# ---- block 1 ----
--- config.mk ---
export PLATFORM = sky130hd
export DESIGN_NAME = pattern_stream_generator
export DESIGN_NICKNAME = d
export VERILOG_FILES = /design/src/rtl/pattern_stream_generator.sv
export SDC_FILE = /design/constraint.sdc
export NUM_CORES = 1
export LEC_CHECK = 0
export CAP_MARGIN = 10
export CORE_UTILIZATION = 60
export CTS_BUF_LIST = sky130_fd_sc_hd__clkbuf_8
export CTS_CLUSTER_DIAMETER = 60
export DETAILED_ROUTE_END_ITERATION = 10
export PLACE_DENSITY_LB_ADDON = 0.3
export SLEW_MARGIN = 10
export SYNTH_ARGS = -nofsm -noshare
export SYNTH_HDL_FRONTEND = slang
export SYNTH_SLANG_ARGS = --single-unit
--- constraint.sdc ---
create_clock -name clk_33 -period 6.74 [get_ports clk_33]
set_clock_uncertainty 0.2 [all_clocks]
set_input_delay 1.685 -clock clk_33 [delete_from_list [all_inputs] [get_ports clk_33]]
set_output_delay 1.685 -clock clk_33 [all_outputs]
set_load 0.01 [all_outputs]
--- src/rtl/pattern_stream_generator.sv ---
// pattern_stream_generator
//   Synthetic pixel-stream source used in place of the framebuffer during
//   bring-up. Each slice is a burst of WORDS_PER_SLICE valid words followed
//   by BLANKING_CYCLES idle cycles. sync marks the blanking after the last
//   slice of a turn. The pattern is selected by mode and latched at each
//   slice start.
//
//   Ports:
//     clk_33     in   pixel clock
//     nrst       in   async active-low reset
//     enable     in   run request (checked only at slice boundaries)
//     mode       in   0 SOLID, 1 RAMP, 2 CHECKER, 3 WALK
//     data       out  pattern word (0 outside valid cycles)
//     data_valid out  data holds a valid word
//     sync       out  high through the end-of-turn blanking
//     slice_idx  out  slice currently on the outputs
//
//   Optional: define PATGEN_SLICE_STAMP_EN to overwrite the top slice_idx
//   bits of the first word of every slice with the slice number.
module pattern_stream_generator #(
  parameter int DATA_WIDTH      = 30,
  parameter int WORDS_PER_SLICE = 512,
  parameter int BLANKING_CYCLES = 72,
  parameter int SLICES_PER_TURN = 128,
  parameter int TOGGLE_TURNS    = 256,
  localparam int SLICE_W        = $clog2(SLICES_PER_TURN)
) (
  input  logic                  clk_33,
  input  logic                  nrst,
  input  logic                  enable,
  input  logic [1:0]            mode,
  output logic [DATA_WIDTH-1:0] data,
  output logic                  data_valid,
  output logic                  sync,
  output logic [SLICE_W-1:0]    slice_idx
);

  localparam int WORD_W  = $clog2(WORDS_PER_SLICE);
  localparam int BLANK_W = (BLANKING_CYCLES > 1) ? $clog2(BLANKING_CYCLES) : 1;
  localparam int TURN_W  = (TOGGLE_TURNS > 1) ? $clog2(TOGGLE_TURNS) : 1;

  localparam logic [1:0] IDLE   = 2'd0;
  localparam logic [1:0] ACTIVE = 2'd1;
  localparam logic [1:0] BLANK  = 2'd2;

  logic [1:0]            state_q, state_d;
  logic [WORD_W-1:0]     word_cnt_q, word_cnt_d;
  logic [BLANK_W-1:0]    blank_cnt_q, blank_cnt_d;
  logic [SLICE_W-1:0]    slice_cnt_q, slice_cnt_d;
  logic [TURN_W-1:0]     turn_cnt_q, turn_cnt_d;
  logic                  polarity_q, polarity_d;
  logic [1:0]            mode_q, mode_d;
  logic [DATA_WIDTH-1:0] walk_q, walk_d;

  logic [DATA_WIDTH-1:0] data_q, data_d;
  logic                  data_valid_q, data_valid_d;
  logic                  sync_q, sync_d;
  logic [SLICE_W-1:0]    slice_idx_q, slice_idx_d;

  // Sequencing: IDLE -> ACTIVE (words) -> BLANK -> ACTIVE | IDLE
  always_comb begin
    state_d     = state_q;
    word_cnt_d  = word_cnt_q;
    blank_cnt_d = blank_cnt_q;
    slice_cnt_d = slice_cnt_q;
    turn_cnt_d  = turn_cnt_q;
    polarity_d  = polarity_q;
    mode_d      = mode_q;
    walk_d      = walk_q;
    case (state_q)
      IDLE: begin
        if (enable) begin
          state_d     = ACTIVE;
          word_cnt_d  = '0;
          slice_cnt_d = '0;
          mode_d      = mode;
          walk_d      = DATA_WIDTH'(1);
        end
      end
      ACTIVE: begin
        if (word_cnt_q == WORD_W'(WORDS_PER_SLICE - 1)) begin
          state_d     = BLANK;
          blank_cnt_d = '0;
          word_cnt_d  = '0;
        end else begin
          word_cnt_d = word_cnt_q + 1'b1;
        end
      end
      BLANK: begin
        if (blank_cnt_q == BLANK_W'(BLANKING_CYCLES - 1)) begin
          if (enable) begin
            state_d    = ACTIVE;
            word_cnt_d = '0;
            mode_d     = mode;
            if (slice_cnt_q == SLICE_W'(SLICES_PER_TURN - 1)) begin
              // Turn wrap: walk restarts, turn counter drives SOLID polarity
              slice_cnt_d = '0;
              walk_d      = DATA_WIDTH'(1);
              if (turn_cnt_q == TURN_W'(TOGGLE_TURNS - 1)) begin
                turn_cnt_d = '0;
                polarity_d = ~polarity_q;
              end else begin
                turn_cnt_d = turn_cnt_q + 1'b1;
              end
            end else begin
              slice_cnt_d = slice_cnt_q + 1'b1;
              walk_d      = (walk_q << 1) | (walk_q >> (DATA_WIDTH - 1));
            end
          end else begin
            state_d     = IDLE;
            slice_cnt_d = '0;
            walk_d      = DATA_WIDTH'(1);
          end
        end else begin
          blank_cnt_d = blank_cnt_q + 1'b1;
        end
      end
      default: state_d = IDLE;
    endcase
  end

  // Output word for the current state; registered one cycle later
  always_comb begin
    data_d       = '0;
    data_valid_d = 1'b0;
    sync_d       = (state_q == BLANK) && (slice_cnt_q == SLICE_W'(SLICES_PER_TURN - 1));
    slice_idx_d  = slice_cnt_q;
    if (state_q == ACTIVE) begin
      data_valid_d = 1'b1;
      case (mode_q)
        2'd0:    data_d = polarity_q ? '1 : '0;
        2'd1:    data_d = DATA_WIDTH'(word_cnt_q);
        2'd2:    data_d = (word_cnt_q[0] ^ slice_cnt_q[0]) ? '1 : '0;
        default: data_d = walk_q;
      endcase
`ifdef PATGEN_SLICE_STAMP_EN
      if (word_cnt_q == '0) data_d[DATA_WIDTH-1 -: SLICE_W] = slice_cnt_q;
`endif
    end
  end

  always_ff @(posedge clk_33 or negedge nrst) begin
    if (!nrst) begin
      state_q      <= IDLE;
      word_cnt_q   <= '0;
      blank_cnt_q  <= '0;
      slice_cnt_q  <= '0;
      turn_cnt_q   <= '0;
      polarity_q   <= 1'b0;
      mode_q       <= 2'd0;
      walk_q       <= DATA_WIDTH'(1);
      data_q       <= '0;
      data_valid_q <= 1'b0;
      sync_q       <= 1'b0;
      slice_idx_q  <= '0;
    end else begin
      state_q      <= state_d;
      word_cnt_q   <= word_cnt_d;
      blank_cnt_q  <= blank_cnt_d;
      slice_cnt_q  <= slice_cnt_d;
      turn_cnt_q   <= turn_cnt_d;
      polarity_q   <= polarity_d;
      mode_q       <= mode_d;
      walk_q       <= walk_d;
      data_q       <= data_d;
      data_valid_q <= data_valid_d;
      sync_q       <= sync_d;
      slice_idx_q  <= slice_idx_d;
    end
  end

  assign data       = data_q;
  assign data_valid = data_valid_q;
  assign sync       = sync_q;
  assign slice_idx  = slice_idx_q;

endmodule

# ---- block 2 ----
`src/rtl/game_sequencer_pkg.sv`:
```
// Shared definitions for the Flappy Bird game controller: state encoding,
// tick divider ratio and score ceiling.
package game_sequencer_pkg;

    typedef enum logic [1:0] {
        ST_IDLE  = 2'b00,
        ST_PLAY  = 2'b01,
        ST_PAUSE = 2'b10,
        ST_OVER  = 2'b11
    } state_t;

    // Clock cycles per game tick.
    function automatic int unsigned calc_div(input int unsigned clk_hz, input int unsigned tick_hz);
        return clk_hz / tick_hz;
    endfunction

    // Largest value a score of the given width can hold.
    function automatic int unsigned score_max(input int unsigned w);
        return (32'd1 << w) - 32'd1;
    endfunction

endpackage

```
`src/rtl/game_sequencer_if.sv`:
```
// Board/datapath side bundle of the game controller. The slave modport is the
// controller's view; master is the buttons plus datapath driving it.
interface game_sequencer_if #(
    parameter int unsigned SCORE_W = 10
);
    import game_sequencer_pkg::*;

    logic               btn_flap;
    logic               btn_pause;
    logic               btn_restart;
    logic               collision;
    logic               pipe_passed;
    logic               tick;
    logic               flap;
    logic               game_rst;
    state_t             state;
    logic [SCORE_W-1:0] current_score;
    logic [SCORE_W-1:0] highest_score;

    modport master (
        output btn_flap, btn_pause, btn_restart, collision, pipe_passed,
        input  tick, flap, game_rst, state, current_score, highest_score
    );

    modport slave (
        input  btn_flap, btn_pause, btn_restart, collision, pipe_passed,
        output tick, flap, game_rst, state, current_score, highest_score
    );

endinterface

```
`src/rtl/game_sequencer_btn_debounce.sv`:
```
// Button conditioner: two-flop synchroniser, stable-count debouncer and a
// one-cycle pulse on each rising edge of the debounced level.
module btn_debounce #(
    parameter int unsigned DB_CYCLES = 1_000_000
) (
    input  logic clk,
    input  logic clr,
    input  logic btn_i,
    output logic press_o
);
    localparam int unsigned CNT_W = $clog2(DB_CYCLES + 1);

    logic             sync1_q;
    logic             sync2_q;
    logic [CNT_W-1:0] cnt_q;
    logic             level_q;
    logic             level_prev_q;
    logic             press_q;

    // Bring the asynchronous button into the clk domain.
    always_ff @(posedge clk or negedge clr) begin
        if (!clr) begin
            sync1_q <= 1'b0;
            sync2_q <= 1'b0;
        end else begin
            sync1_q <= btn_i;
            sync2_q <= sync1_q;
        end
    end

    // Flip the debounced level only after DB_CYCLES consecutive disagreeing samples.
    always_ff @(posedge clk or negedge clr) begin
        if (!clr) begin
            cnt_q   <= '0;
            level_q <= 1'b0;
        end else if (sync2_q == level_q) begin
            cnt_q <= '0;
        end else if (cnt_q == CNT_W'(DB_CYCLES - 1)) begin
            cnt_q   <= '0;
            level_q <= sync2_q;
        end else begin
            cnt_q <= cnt_q + 1'b1;
        end
    end

    // Registered rising-edge pulse of the debounced level.
    always_ff @(posedge clk or negedge clr) begin
        if (!clr) begin
            level_prev_q <= 1'b0;
            press_q      <= 1'b0;
        end else begin
            level_prev_q <= level_q;
            press_q      <= level_q & ~level_prev_q;
        end
    end

    assign press_o = press_q;

endmodule

```
`src/rtl/game_sequencer.sv`:
```
// Flappy Bird game controller: button conditioning, IDLE/PLAY/PAUSE/OVER
// state machine, game tick enable, flap/game_rst pulses and score keeping.
module game_sequencer #(
    parameter int unsigned CLK_HZ     = 100_000_000,
    parameter int unsigned TICK_HZ    = 50,
    parameter int unsigned DB_CYCLES  = 1_000_000,
    parameter int unsigned HOLD_TICKS = 100,
    parameter int unsigned SCORE_W    = 10
) (
    input  logic             clk,
    input  logic             clr,
    game_sequencer_if.slave  bus
);
    import game_sequencer_pkg::*;

    localparam int unsigned DIV    = calc_div(CLK_HZ, TICK_HZ);
    localparam int unsigned DIV_W  = (DIV > 1) ? $clog2(DIV) : 1;
    localparam int unsigned HOLD_W = $clog2(HOLD_TICKS + 1);
    localparam logic [SCORE_W-1:0] SCORE_TOP = SCORE_W'(score_max(SCORE_W));

    // Score increment that sticks at the top value instead of wrapping.
    function automatic logic [SCORE_W-1:0] sat_inc(input logic [SCORE_W-1:0] s);
        return (s == SCORE_TOP) ? s : s + 1'b1;
    endfunction

    function automatic logic [SCORE_W-1:0] score_hi(input logic [SCORE_W-1:0] a,
                                                    input logic [SCORE_W-1:0] b);
        return (a > b) ? a : b;
    endfunction

    logic press_flap;
    logic press_pause;
    logic press_restart;

    btn_debounce #(.DB_CYCLES(DB_CYCLES)) u_db_flap (
        .clk(clk), .clr(clr), .btn_i(bus.btn_flap), .press_o(press_flap)
    );
    btn_debounce #(.DB_CYCLES(DB_CYCLES)) u_db_pause (
        .clk(clk), .clr(clr), .btn_i(bus.btn_pause), .press_o(press_pause)
    );
    btn_debounce #(.DB_CYCLES(DB_CYCLES)) u_db_restart (
        .clk(clk), .clr(clr), .btn_i(bus.btn_restart), .press_o(press_restart)
    );

    logic [DIV_W-1:0]   cnt_q;
    logic               wrap;
    state_t             state_q;
    logic               tick_q;
    logic               flap_q;
    logic               game_rst_q;
    logic               pending_q;
    logic [HOLD_W-1:0]  hold_q;
    logic [SCORE_W-1:0] cur_q;
    logic [SCORE_W-1:0] high_q;

    logic tick_d;
    logic flap_d;
    logic pending_d;
    logic leave_play;

    assign wrap       = (cnt_q == DIV_W'(DIV - 1));
    assign tick_d     = wrap & (state_q == ST_PLAY);
    // A press landing on the tick itself is serviced by that tick.
    assign flap_d     = tick_d & (pending_q | press_flap);
    assign leave_play = press_restart | bus.collision | press_pause;
    // Pending flap survives only while the game stays in PLAY and no tick consumes it.
    assign pending_d  = ((state_q == ST_PLAY) && !leave_play && !tick_d) ? (pending_q | press_flap) : 1'b0;

    // Free-running tick divider, counting in every state.
    always_ff @(posedge clk or negedge clr) begin
        if (!clr) begin
            cnt_q <= '0;
        end else begin
            cnt_q <= wrap ? '0 : cnt_q + 1'b1;
        end
    end

    // Game state machine with registered tick/flap/game_rst and scores; restart has top priority.
    always_ff @(posedge clk or negedge clr) begin
        if (!clr) begin
            state_q    <= ST_IDLE;
            tick_q     <= 1'b0;
            flap_q     <= 1'b0;
            game_rst_q <= 1'b0;
            pending_q  <= 1'b0;
            hold_q     <= '0;
            cur_q      <= '0;
            high_q     <= '0;
        end else begin
            tick_q     <= tick_d;
            flap_q     <= flap_d;
            pending_q  <= pending_d;
            game_rst_q <= 1'b0;
            if (press_restart) begin
                state_q <= ST_IDLE;
                cur_q   <= '0;
            end else begin
                case (state_q)
                    ST_IDLE: begin
                        if (press_flap) begin
                            state_q    <= ST_PLAY;
                            game_rst_q <= 1'b1;
                            cur_q      <= '0;
                        end
                    end
                    ST_PLAY: begin
                        if (bus.collision) begin
                            state_q <= ST_OVER;
                            high_q  <= score_hi(high_q, cur_q);
                            hold_q  <= '0;
                        end else begin
                            if (press_pause) state_q <= ST_PAUSE;
                            if (bus.pipe_passed) cur_q <= sat_inc(cur_q);
                        end
                    end
                    ST_PAUSE: begin
                        if (press_pause) state_q <= ST_PLAY;
                    end
                    ST_OVER: begin
                        if (press_flap && hold_q == HOLD_W'(HOLD_TICKS)) begin
                            state_q    <= ST_PLAY;
                            game_rst_q <= 1'b1;
                            cur_q      <= '0;
                        end else if (wrap && hold_q != HOLD_W'(HOLD_TICKS)) begin
                            hold_q <= hold_q + 1'b1;
                        end
                    end
                    default: state_q <= ST_IDLE;
                endcase
            end
        end
    end

    assign bus.tick          = tick_q;
    assign bus.flap          = flap_q;
    assign bus.game_rst      = game_rst_q;
    assign bus.state         = state_q;
    assign bus.current_score = cur_q;
    assign bus.highest_score = high_q;

endmodule

```
`src/flat_wrapper.sv`:
```
// flat-port wrapper written by rule: the top's interface ports become plain ports
module game_sequencer_flat import game_sequencer_pkg::*;
#(
    parameter int unsigned CLK_HZ     = 100_000_000,
    parameter int unsigned TICK_HZ    = 50,
    parameter int unsigned DB_CYCLES  = 1_000_000,
    parameter int unsigned HOLD_TICKS = 100,
    parameter int unsigned SCORE_W    = 10
)
  (clk, clr, bus_btn_flap, bus_btn_pause, bus_btn_restart, bus_collision, bus_pipe_passed, bus_tick, bus_flap, bus_game_rst, bus_state, bus_current_score, bus_highest_score);
  game_sequencer_if #(.SCORE_W(SCORE_W)) bus_i ();
  input  logic clk;
  input  logic clr;
  input wire logic [$bits(bus_i.btn_flap)-1:0] bus_btn_flap;
  input wire logic [$bits(bus_i.btn_pause)-1:0] bus_btn_pause;
  input wire logic [$bits(bus_i.btn_restart)-1:0] bus_btn_restart;
  input wire logic [$bits(bus_i.collision)-1:0] bus_collision;
  input wire logic [$bits(bus_i.pipe_passed)-1:0] bus_pipe_passed;
  output wire logic [$bits(bus_i.tick)-1:0] bus_tick;
  output wire logic [$bits(bus_i.flap)-1:0] bus_flap;
  output wire logic [$bits(bus_i.game_rst)-1:0] bus_game_rst;
  output wire logic [$bits(bus_i.state)-1:0] bus_state;
  output wire logic [$bits(bus_i.current_score)-1:0] bus_current_score;
  output wire logic [$bits(bus_i.highest_score)-1:0] bus_highest_score;
  assign bus_i.btn_flap = bus_btn_flap;
  assign bus_i.btn_pause = bus_btn_pause;
  assign bus_i.btn_restart = bus_btn_restart;
  assign bus_i.collision = bus_collision;
  assign bus_i.pipe_passed = bus_pipe_passed;
  assign bus_tick = bus_i.tick;
  assign bus_flap = bus_i.flap;
  assign bus_game_rst = bus_i.game_rst;
  assign bus_state = bus_i.state;
  assign bus_current_score = bus_i.current_score;
  assign bus_highest_score = bus_i.highest_score;
  game_sequencer #(.CLK_HZ(CLK_HZ), .TICK_HZ(TICK_HZ), .DB_CYCLES(DB_CYCLES), .HOLD_TICKS(HOLD_TICKS), .SCORE_W(SCORE_W)) u_core (.clk(clk), .clr(clr), .bus(bus_i));
endmodule
```
`config.mk`:
```
export PLATFORM = sky130hd
export DESIGN_NAME = game_sequencer_flat
export DESIGN_NICKNAME = d
export VERILOG_FILES = /design/src/rtl/game_sequencer_pkg.sv /design/src/rtl/game_sequencer_if.sv /design/src/rtl/game_sequencer_btn_debounce.sv /design/src/rtl/game_sequencer.sv /design/src/flat_wrapper.sv
export SDC_FILE = /design/constraint.sdc
export NUM_CORES = 1
export LEC_CHECK = 0
export CORE_ASPECT_RATIO = 1.5
export CORE_MARGIN = 8
export CORE_UTILIZATION = 54
export DETAILED_ROUTE_END_ITERATION = 8
export PLACE_DENSITY = 0.76
export SLEW_MARGIN = 20
export SYNTH_ARGS = -nofsm -noshare
export SYNTH_HDL_FRONTEND = slang
export SYNTH_SLANG_ARGS = --single-unit
```
`constraint.sdc`:
```
create_clock -name clk -period 2.1 [get_ports clk]
set_clock_uncertainty 0.05 [all_clocks]
set_input_delay 0.42 -clock clk [delete_from_list [all_inputs] [get_ports clk]]
set_output_delay 0.42 -clock clk [all_outputs]
set_load 0.02 [all_outputs]
```
# ---- block 3 ----
--- src/rtl/reg_wb_ctrl.sv ---
// Write-back controller: buffers ALU/memory results in a small FIFO and drives
// the register group's write port one registered write per clock.
module reg_wb_ctrl #(
    parameter int DEPTH = 4,
    parameter int AW    = 2,
    parameter int DW    = 8
) (
    input  logic                     clk,
    input  logic                     rst,
    input  logic                     wb_valid,
    input  logic [AW-1:0]            wb_addr,
    input  logic [DW-1:0]            wb_data,
    output logic                     wb_ready,
    input  logic                     stall,
    input  logic                     flush,
    input  logic [AW-1:0]            raa,
    output logic                     hazard,
    output logic                     we,
    output logic [AW-1:0]            rwba,
    output logic [DW-1:0]            i,
    output logic [$clog2(DEPTH):0]   count
);

    localparam int PW = $clog2(DEPTH);
    localparam int CW = PW + 1;
    localparam logic [AW-1:0] NOREG = '1;

    typedef struct packed {
        logic [AW-1:0] addr;
        logic [DW-1:0] data;
    } entry_t;

    typedef enum logic {
        IDLE,
        WRITE
    } state_t;

    entry_t        mem [DEPTH];
    logic [PW-1:0] rd_ptr;
    logic [PW-1:0] wr_ptr;
    state_t        state;
    state_t        state_nxt;
    logic [AW-1:0] rwba_nxt;
    logic [DW-1:0] i_nxt;
    entry_t        head;
    logic          push;
    logic          pop;
    logic          hit;
    logic [PW-1:0] idx;

    assign wb_ready = (count < CW'(DEPTH));
    assign push     = wb_valid && wb_ready && !flush;
    assign pop      = (count != '0) && !stall && !flush;
    assign head     = mem[rd_ptr];
    assign we       = (state != WRITE);

    // NOTE: every variable gets a default before any branch so no latch is inferred.
    always_comb begin
        state_nxt = IDLE;
        rwba_nxt  = NOREG;
        i_nxt     = '0;
        if (pop && head.addr != NOREG) begin
            state_nxt = WRITE;
            rwba_nxt  = head.addr;
            i_nxt     = head.data;
        end
    end

    // NOTE: state uses non-blocking assignments so every flop samples pre-edge values.
    always_ff @(posedge clk) begin
        if (rst) begin
            state  <= IDLE;
            rwba   <= NOREG;
            i      <= '0;
            count  <= '0;
            rd_ptr <= '0;
            wr_ptr <= '0;
        end else begin
            state <= state_nxt;
            rwba  <= rwba_nxt;
            i     <= i_nxt;
            if (flush) begin
                count  <= '0;
                rd_ptr <= '0;
                wr_ptr <= '0;
            end else begin
                if (push) wr_ptr <= wr_ptr + PW'(1);
                if (pop)  rd_ptr <= rd_ptr + PW'(1);
                case ({push, pop})
                    2'b10:   count <= count + CW'(1);
                    2'b01:   count <= count - CW'(1);
                    default: count <= count;
                endcase
            end
        end
    end

    // NOTE: storage is not reset; count and pointers alone decide which entries are live.
    always_ff @(posedge clk) begin
        if (push && !rst) mem[wr_ptr] <= '{addr: wb_addr, data: wb_data};
    end

    // Scan live entries from the head; a write on the bus is also still pending.
    always_comb begin
        hit = 1'b0;
        idx = rd_ptr;
        for (int k = 0; k < DEPTH; k++) begin
            idx = rd_ptr + PW'(k);
            if (CW'(k) < count && mem[idx].addr == raa) hit = 1'b1;
        end
    end

    assign hazard = (raa != NOREG) && (hit || (state == WRITE && rwba == raa));

endmodule

--- config.mk ---
export PLATFORM = sky130hd
export DESIGN_NAME = reg_wb_ctrl
export DESIGN_NICKNAME = d
export VERILOG_FILES = /design/src/rtl/reg_wb_ctrl.sv
export SDC_FILE = /design/constraint.sdc
export NUM_CORES = 1
export LEC_CHECK = 0
export CAP_MARGIN = 10
export CORE_MARGIN = 4
export CORE_UTILIZATION = 55
export CTS_BUF_LIST = sky130_fd_sc_hd__clkbuf_4
export CTS_CLUSTER_DIAMETER = 30
export DETAILED_ROUTE_END_ITERATION = 12
export PLACE_DENSITY = 0.79
export SYNTH_ARGS = -nofsm -noshare
export SYNTH_HDL_FRONTEND = slang
export SYNTH_SLANG_ARGS = --single-unit
--- constraint.sdc ---
create_clock -name clk -period 3.3 [get_ports clk]
set_clock_uncertainty 0.05 [all_clocks]
set_input_delay 0.99 -clock clk [delete_from_list [all_inputs] [get_ports clk]]
set_output_delay 0.99 -clock clk [all_outputs]
set_load 0.03 [all_outputs]
block_1/final_congestion.png
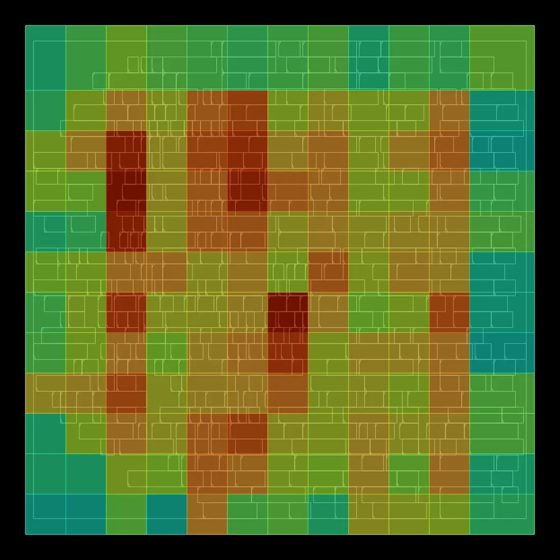
routed len/inst: 16.1 um
Finished Core Util: 73.2%
GRT Total Usage: 24.4%
Top Usage Layer GRT: met2

block_1/zoom.png
Window x 53 to 78, y 53 to 78 um. Cells in gray, sequential cells in the stronger gray; small squares are vias.
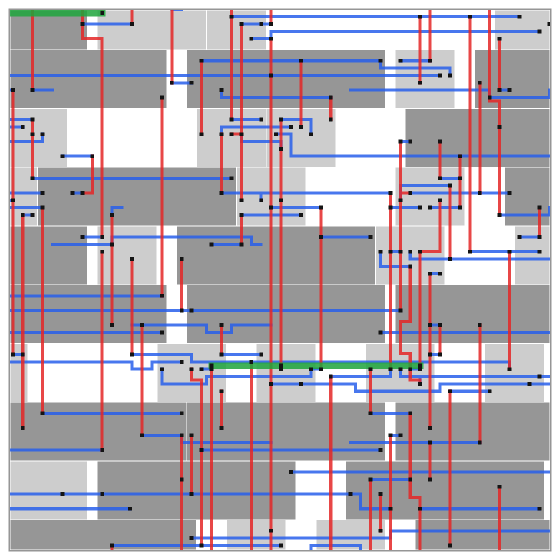
met1: marked blue. met3: marked green. met2: marked red.
34 logic cells have their middle in the window. Sequential cells in the window: 15. Netlist names of flops here include `walk_q` (11), `data` (4). Most frequent: dfrtp_1 (15), a22o_1 (9), o21a_1 (7).

==> flow_summary.toml, block 1 <==
# implementation run metrics
[outcome]
run_status = "finished, final reports clean"

[power]
power_leader = "registers"
p_seq_share_pct = 57.4
switchingPower_uw = 337
ir_drop_mv = 0.148

[floorplanning]
tapCellCount = 96
core-area_um2 = 6870

[routing]
routed.top_layer = "met4"
route.met2.wl_um = 3980

[finish]
clkbuf_count = 9
lay_top_cells = "dfrtp_1, clkdlybuf4s50_1, a22o_1, nand2_1, o21a_1"
area_growth_syn_to_layout_pct = 16.0
fillers = 476

[worst_setup_path]
reg2reg_from = "blank_cnt_q[3]"
critical_path_class = "in -> reg"

[min_path]
hold_class = "reg -> reg"

[clock_network]
clk_latency_ns = 0.37
cts_root_buffer = "clkbuf_8"
hold_buffers = 0
cts_tree = "done"

[logic_synthesis]
edf_count = 0
adder_share_pct = 1.44

[grt]
grt_overflow = 0

[timing]
min_period_ns = 3.59
[block 1: how the worst max path moves through the flow]
stage,start,to,slack [ns],cells after the start
2_1_floorplan,enable,turn_cnt_q[5],3.39,6
3_3_place_gp,enable,turn_cnt_q[5],2.88,5
3_5_place_dp,enable,turn_cnt_q[7],2.80,5
4_1_cts,enable,turn_cnt_q[7],3.20,5
5_1_grt,enable,turn_cnt_q[7],2.99,5
6_report,enable,turn_cnt_q[3],3.15,5
[block 1: sequential cells by signal (all words and copies together) (netlist names)]
| register | flops |
|---|---|
| blank_cnt_q | 7 |
| polarity_q | 1 |
| sync | 1 |
| data_valid | 1 |
| slice_idx | 7 |
| data | 30 |
| mode_q | 2 |
| word_cnt_q | 9 |
| slice_cnt_q | 7 |
| walk_q | 30 |
| state_q | 2 |
| turn_cnt_q | 8 |
[block 1: per-stage QoR]
step | hold slack (ns) | cell area (um2) | total power, uW | std cells
finish | 0.247 | 5030 | 1230 | 508
global route | 0.251 | 5030 | 1290 | 508
CTS | 0.249 | 5030 | 1240 | 508
detailed placement | 0.221 | 4840 | 872 | 492
global placement | 0.216 | 4840 | 860 | 492
floorplan | 0.184 | 4330 | 789 | 369
block_2/zoom.png
Window x 66 to 91, y 99 to 124 um. Cells in gray, sequential cells in the stronger gray; small squares are vias.
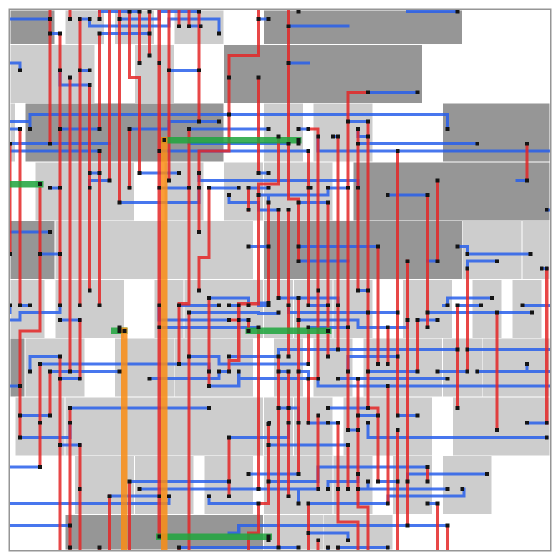
met4: marked orange. met1: marked blue. met3: marked green. met2: marked red.
53 logic cells have their middle in the window. Most frequent: dfrtp_1 (7), nand3_1 (6). Netlist names of flops here include `u_core.hold_q` (5), `u_core.cnt_q` (2). Sequential cells in the window: 7.

==> flow_summary.toml, block 2 <==
# implementation run metrics
[finish]
seq_share_pct = 41.4
final-instance-count-excl-fill = 853
dominant_cells = "registers"
logic_area_um2 = 3010

[worst_setup_path]
crit_chain = "inv_2 > ha_4 > nor2_1 > or3_4 > or3_4 > or4_4 > a21oi_2"
crit_family = "simple AND/OR/NAND/NOR gates"
regToRegSetupSlack_ns = -0.08
reg2reg_from = "u_core.bus.state[1]"

[grt]
antenna_found_initial = 0
met2_usage_pct = 32.1

[outcome]
run_status = "complete, but fails checks"
violations = "setup timing"

[timing]
fmax_mhz = 459
setup_slack_ns = -0.0804
setup-violations-final = 2

[power]
power.share.switching_pct = 21.5
powerDensity_nw_per_um2 = 706

[min_path]
hold_depth = 0

[placed_design]
post-place-ws_ns = -0.432
hpwlAfterDp_um = 9020

[logic_synthesis]
synthTopCellsByCount = "dfrtp_1, nor2_1, xor2_1"
ys_top_logic_family = "simple AND/OR/NAND/NOR gates"

[routing]
num_vias = 4780
wire_per_inst_um = 15.3
route.met2.wl_um = 6890
drt-total-wl_um = 13100

[clock_network]
post_cts_buffers = 5
## block 2: power groups by stage
| stage | Clock (uW) | Sequential [uW] | Combinational [uW] |
|---|---|---|---|
| after CTS | 2900 | 2520 | 135 |
| after global placement | 0 | 2570 | 128 |
| final | 2860 | 2520 | 129 |
| after floorplan | 0 | 2560 | 41.4 |
| after detailed placement | 0 | 2570 | 132 |
| after global routing | 3030 | 2520 | 150 |
## block 2: registers in the layout, indices dropped and copies added, names as in the netlist, 2 cells and up
register and flops:
u_core.cnt_q 21, u_core.u_db_flap.cnt_q 20, u_core.u_db_pause.cnt_q 20, u_core.u_db_restart.cnt_q 20, u_core.bus.current_score 10, u_core.bus.highest_score 10
u_core.hold_q 7, u_core.bus.state 2
## block 2: through the flow
stage	hold slack, ns	TNS [ns]
after floorplan	0.0744	-0.0583
after global placement	0.287	-4.66
after detailed placement	0.286	-6.35
after CTS	0.300	-0.0730
after global routing	0.314	-1.11
final	0.298	-0.0806
block_3/registers.png
Scale: 6 px per um. Other sequential cells in the stronger gray, the rest of the logic in the fainter gray.
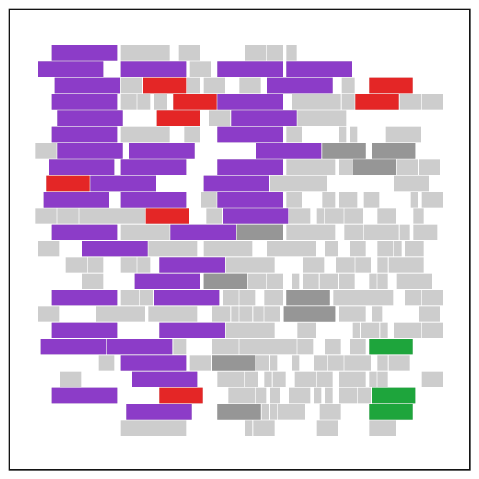
`mem`: marked purple, flops 40. `count`: marked green, flops 3. `i`: marked red, flops 8.
Another 9 sequential cells are not colored.

==> flow_summary.toml, block 3 <==
# implementation run metrics
[logic_synthesis]
edf_count = 40

[floorplanning]
core-area_um2 = 4440
ios = 33
fp.dieH_um = 76.5

[clock_network]
cts_buffer_depth = 2
ctsResizeCount = 12
clk_latency_ns = 0.40

[worst_setup_path]
critical_path_class = "in -> out"
cp.depth = 6

[placed_design]
portBuffers = 32
place_area_um2 = 3010

[grt]
grtUsageTotal_pct = 17.7
antenna_found_initial = 0

[outcome]
run_status = "finished, final reports clean"

[finish]
fin_util_pct = 72.5
final-instance-count-excl-fill = 267

[min_path]
holdPathEnd = "wr_ptr[1]"

[timing]
tns_ns = 0
min_period_ns = 3.28

[power]
p_comb_uw = 91.0
==> block 3: layer usage <==
layer / global-route usage, % / up-vias / wire length [um]
li1: - / 720 / -
met1: 18.2 / 765 / 2020
met2: 31.5 / 39 / 2610
met3: 7.45 / 8 / 215
met4: 7.07 / 0 / 72
met5: 0 / - / 0
==> block 3: final cells by class <==
cell class,count,share of cell area (%)
clock buffer,9,2.10
timing repair buffer,43,12.3
multi-input combinational,88,29.7
sequential,60,49.9
inverter,8,0.932
tap,52,2.02
clock inverter,7,3.07
==> block 3: kinds of logic (layout without fill, tap and decap cells) <==
group / count (synthesis) / count (layout) / share of synthesized area [%]
buffers and inverters: 15 / 67 / 2.57
XOR/XNOR: 13 / 13 / 4.41
adder cells (fa/ha/maj): 9 / 9 / 4.36
AND/OR/NAND/NOR: 31 / 31 / 6.40
AND-OR/OR-AND: 18 / 18 / 5.28
multiplexers: 17 / 17 / 14.9
flip-flops: 60 / 60 / 62.0
==> block 3: registers in the layout (all words and copies together), names as in the netlist, named ones only <==
name and count:
mem 40, i 8, count 3, rd_ptr 2, rwba 2, wr_ptr 2, state 1


==> notes/layouts.md <==
Pictures saved along the way, in no particular order.

Selected gate families.
Plate I
Scale: 3 px per um.
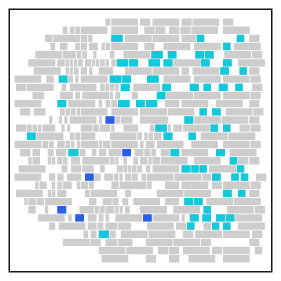
Plate II
Scale: 4 px per um.
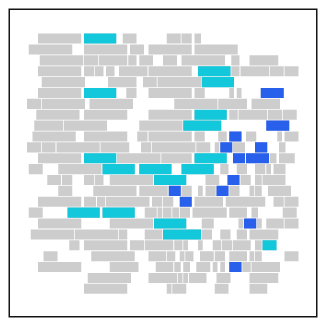
Plate III
Scale: 2 px per um.
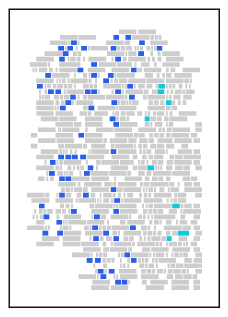
Plate III: block 2
Plate I: block 1
Plate II: block 3
- fewest cells: Plate II

No activity file was given, so power comes from the tool's default toggle rates.
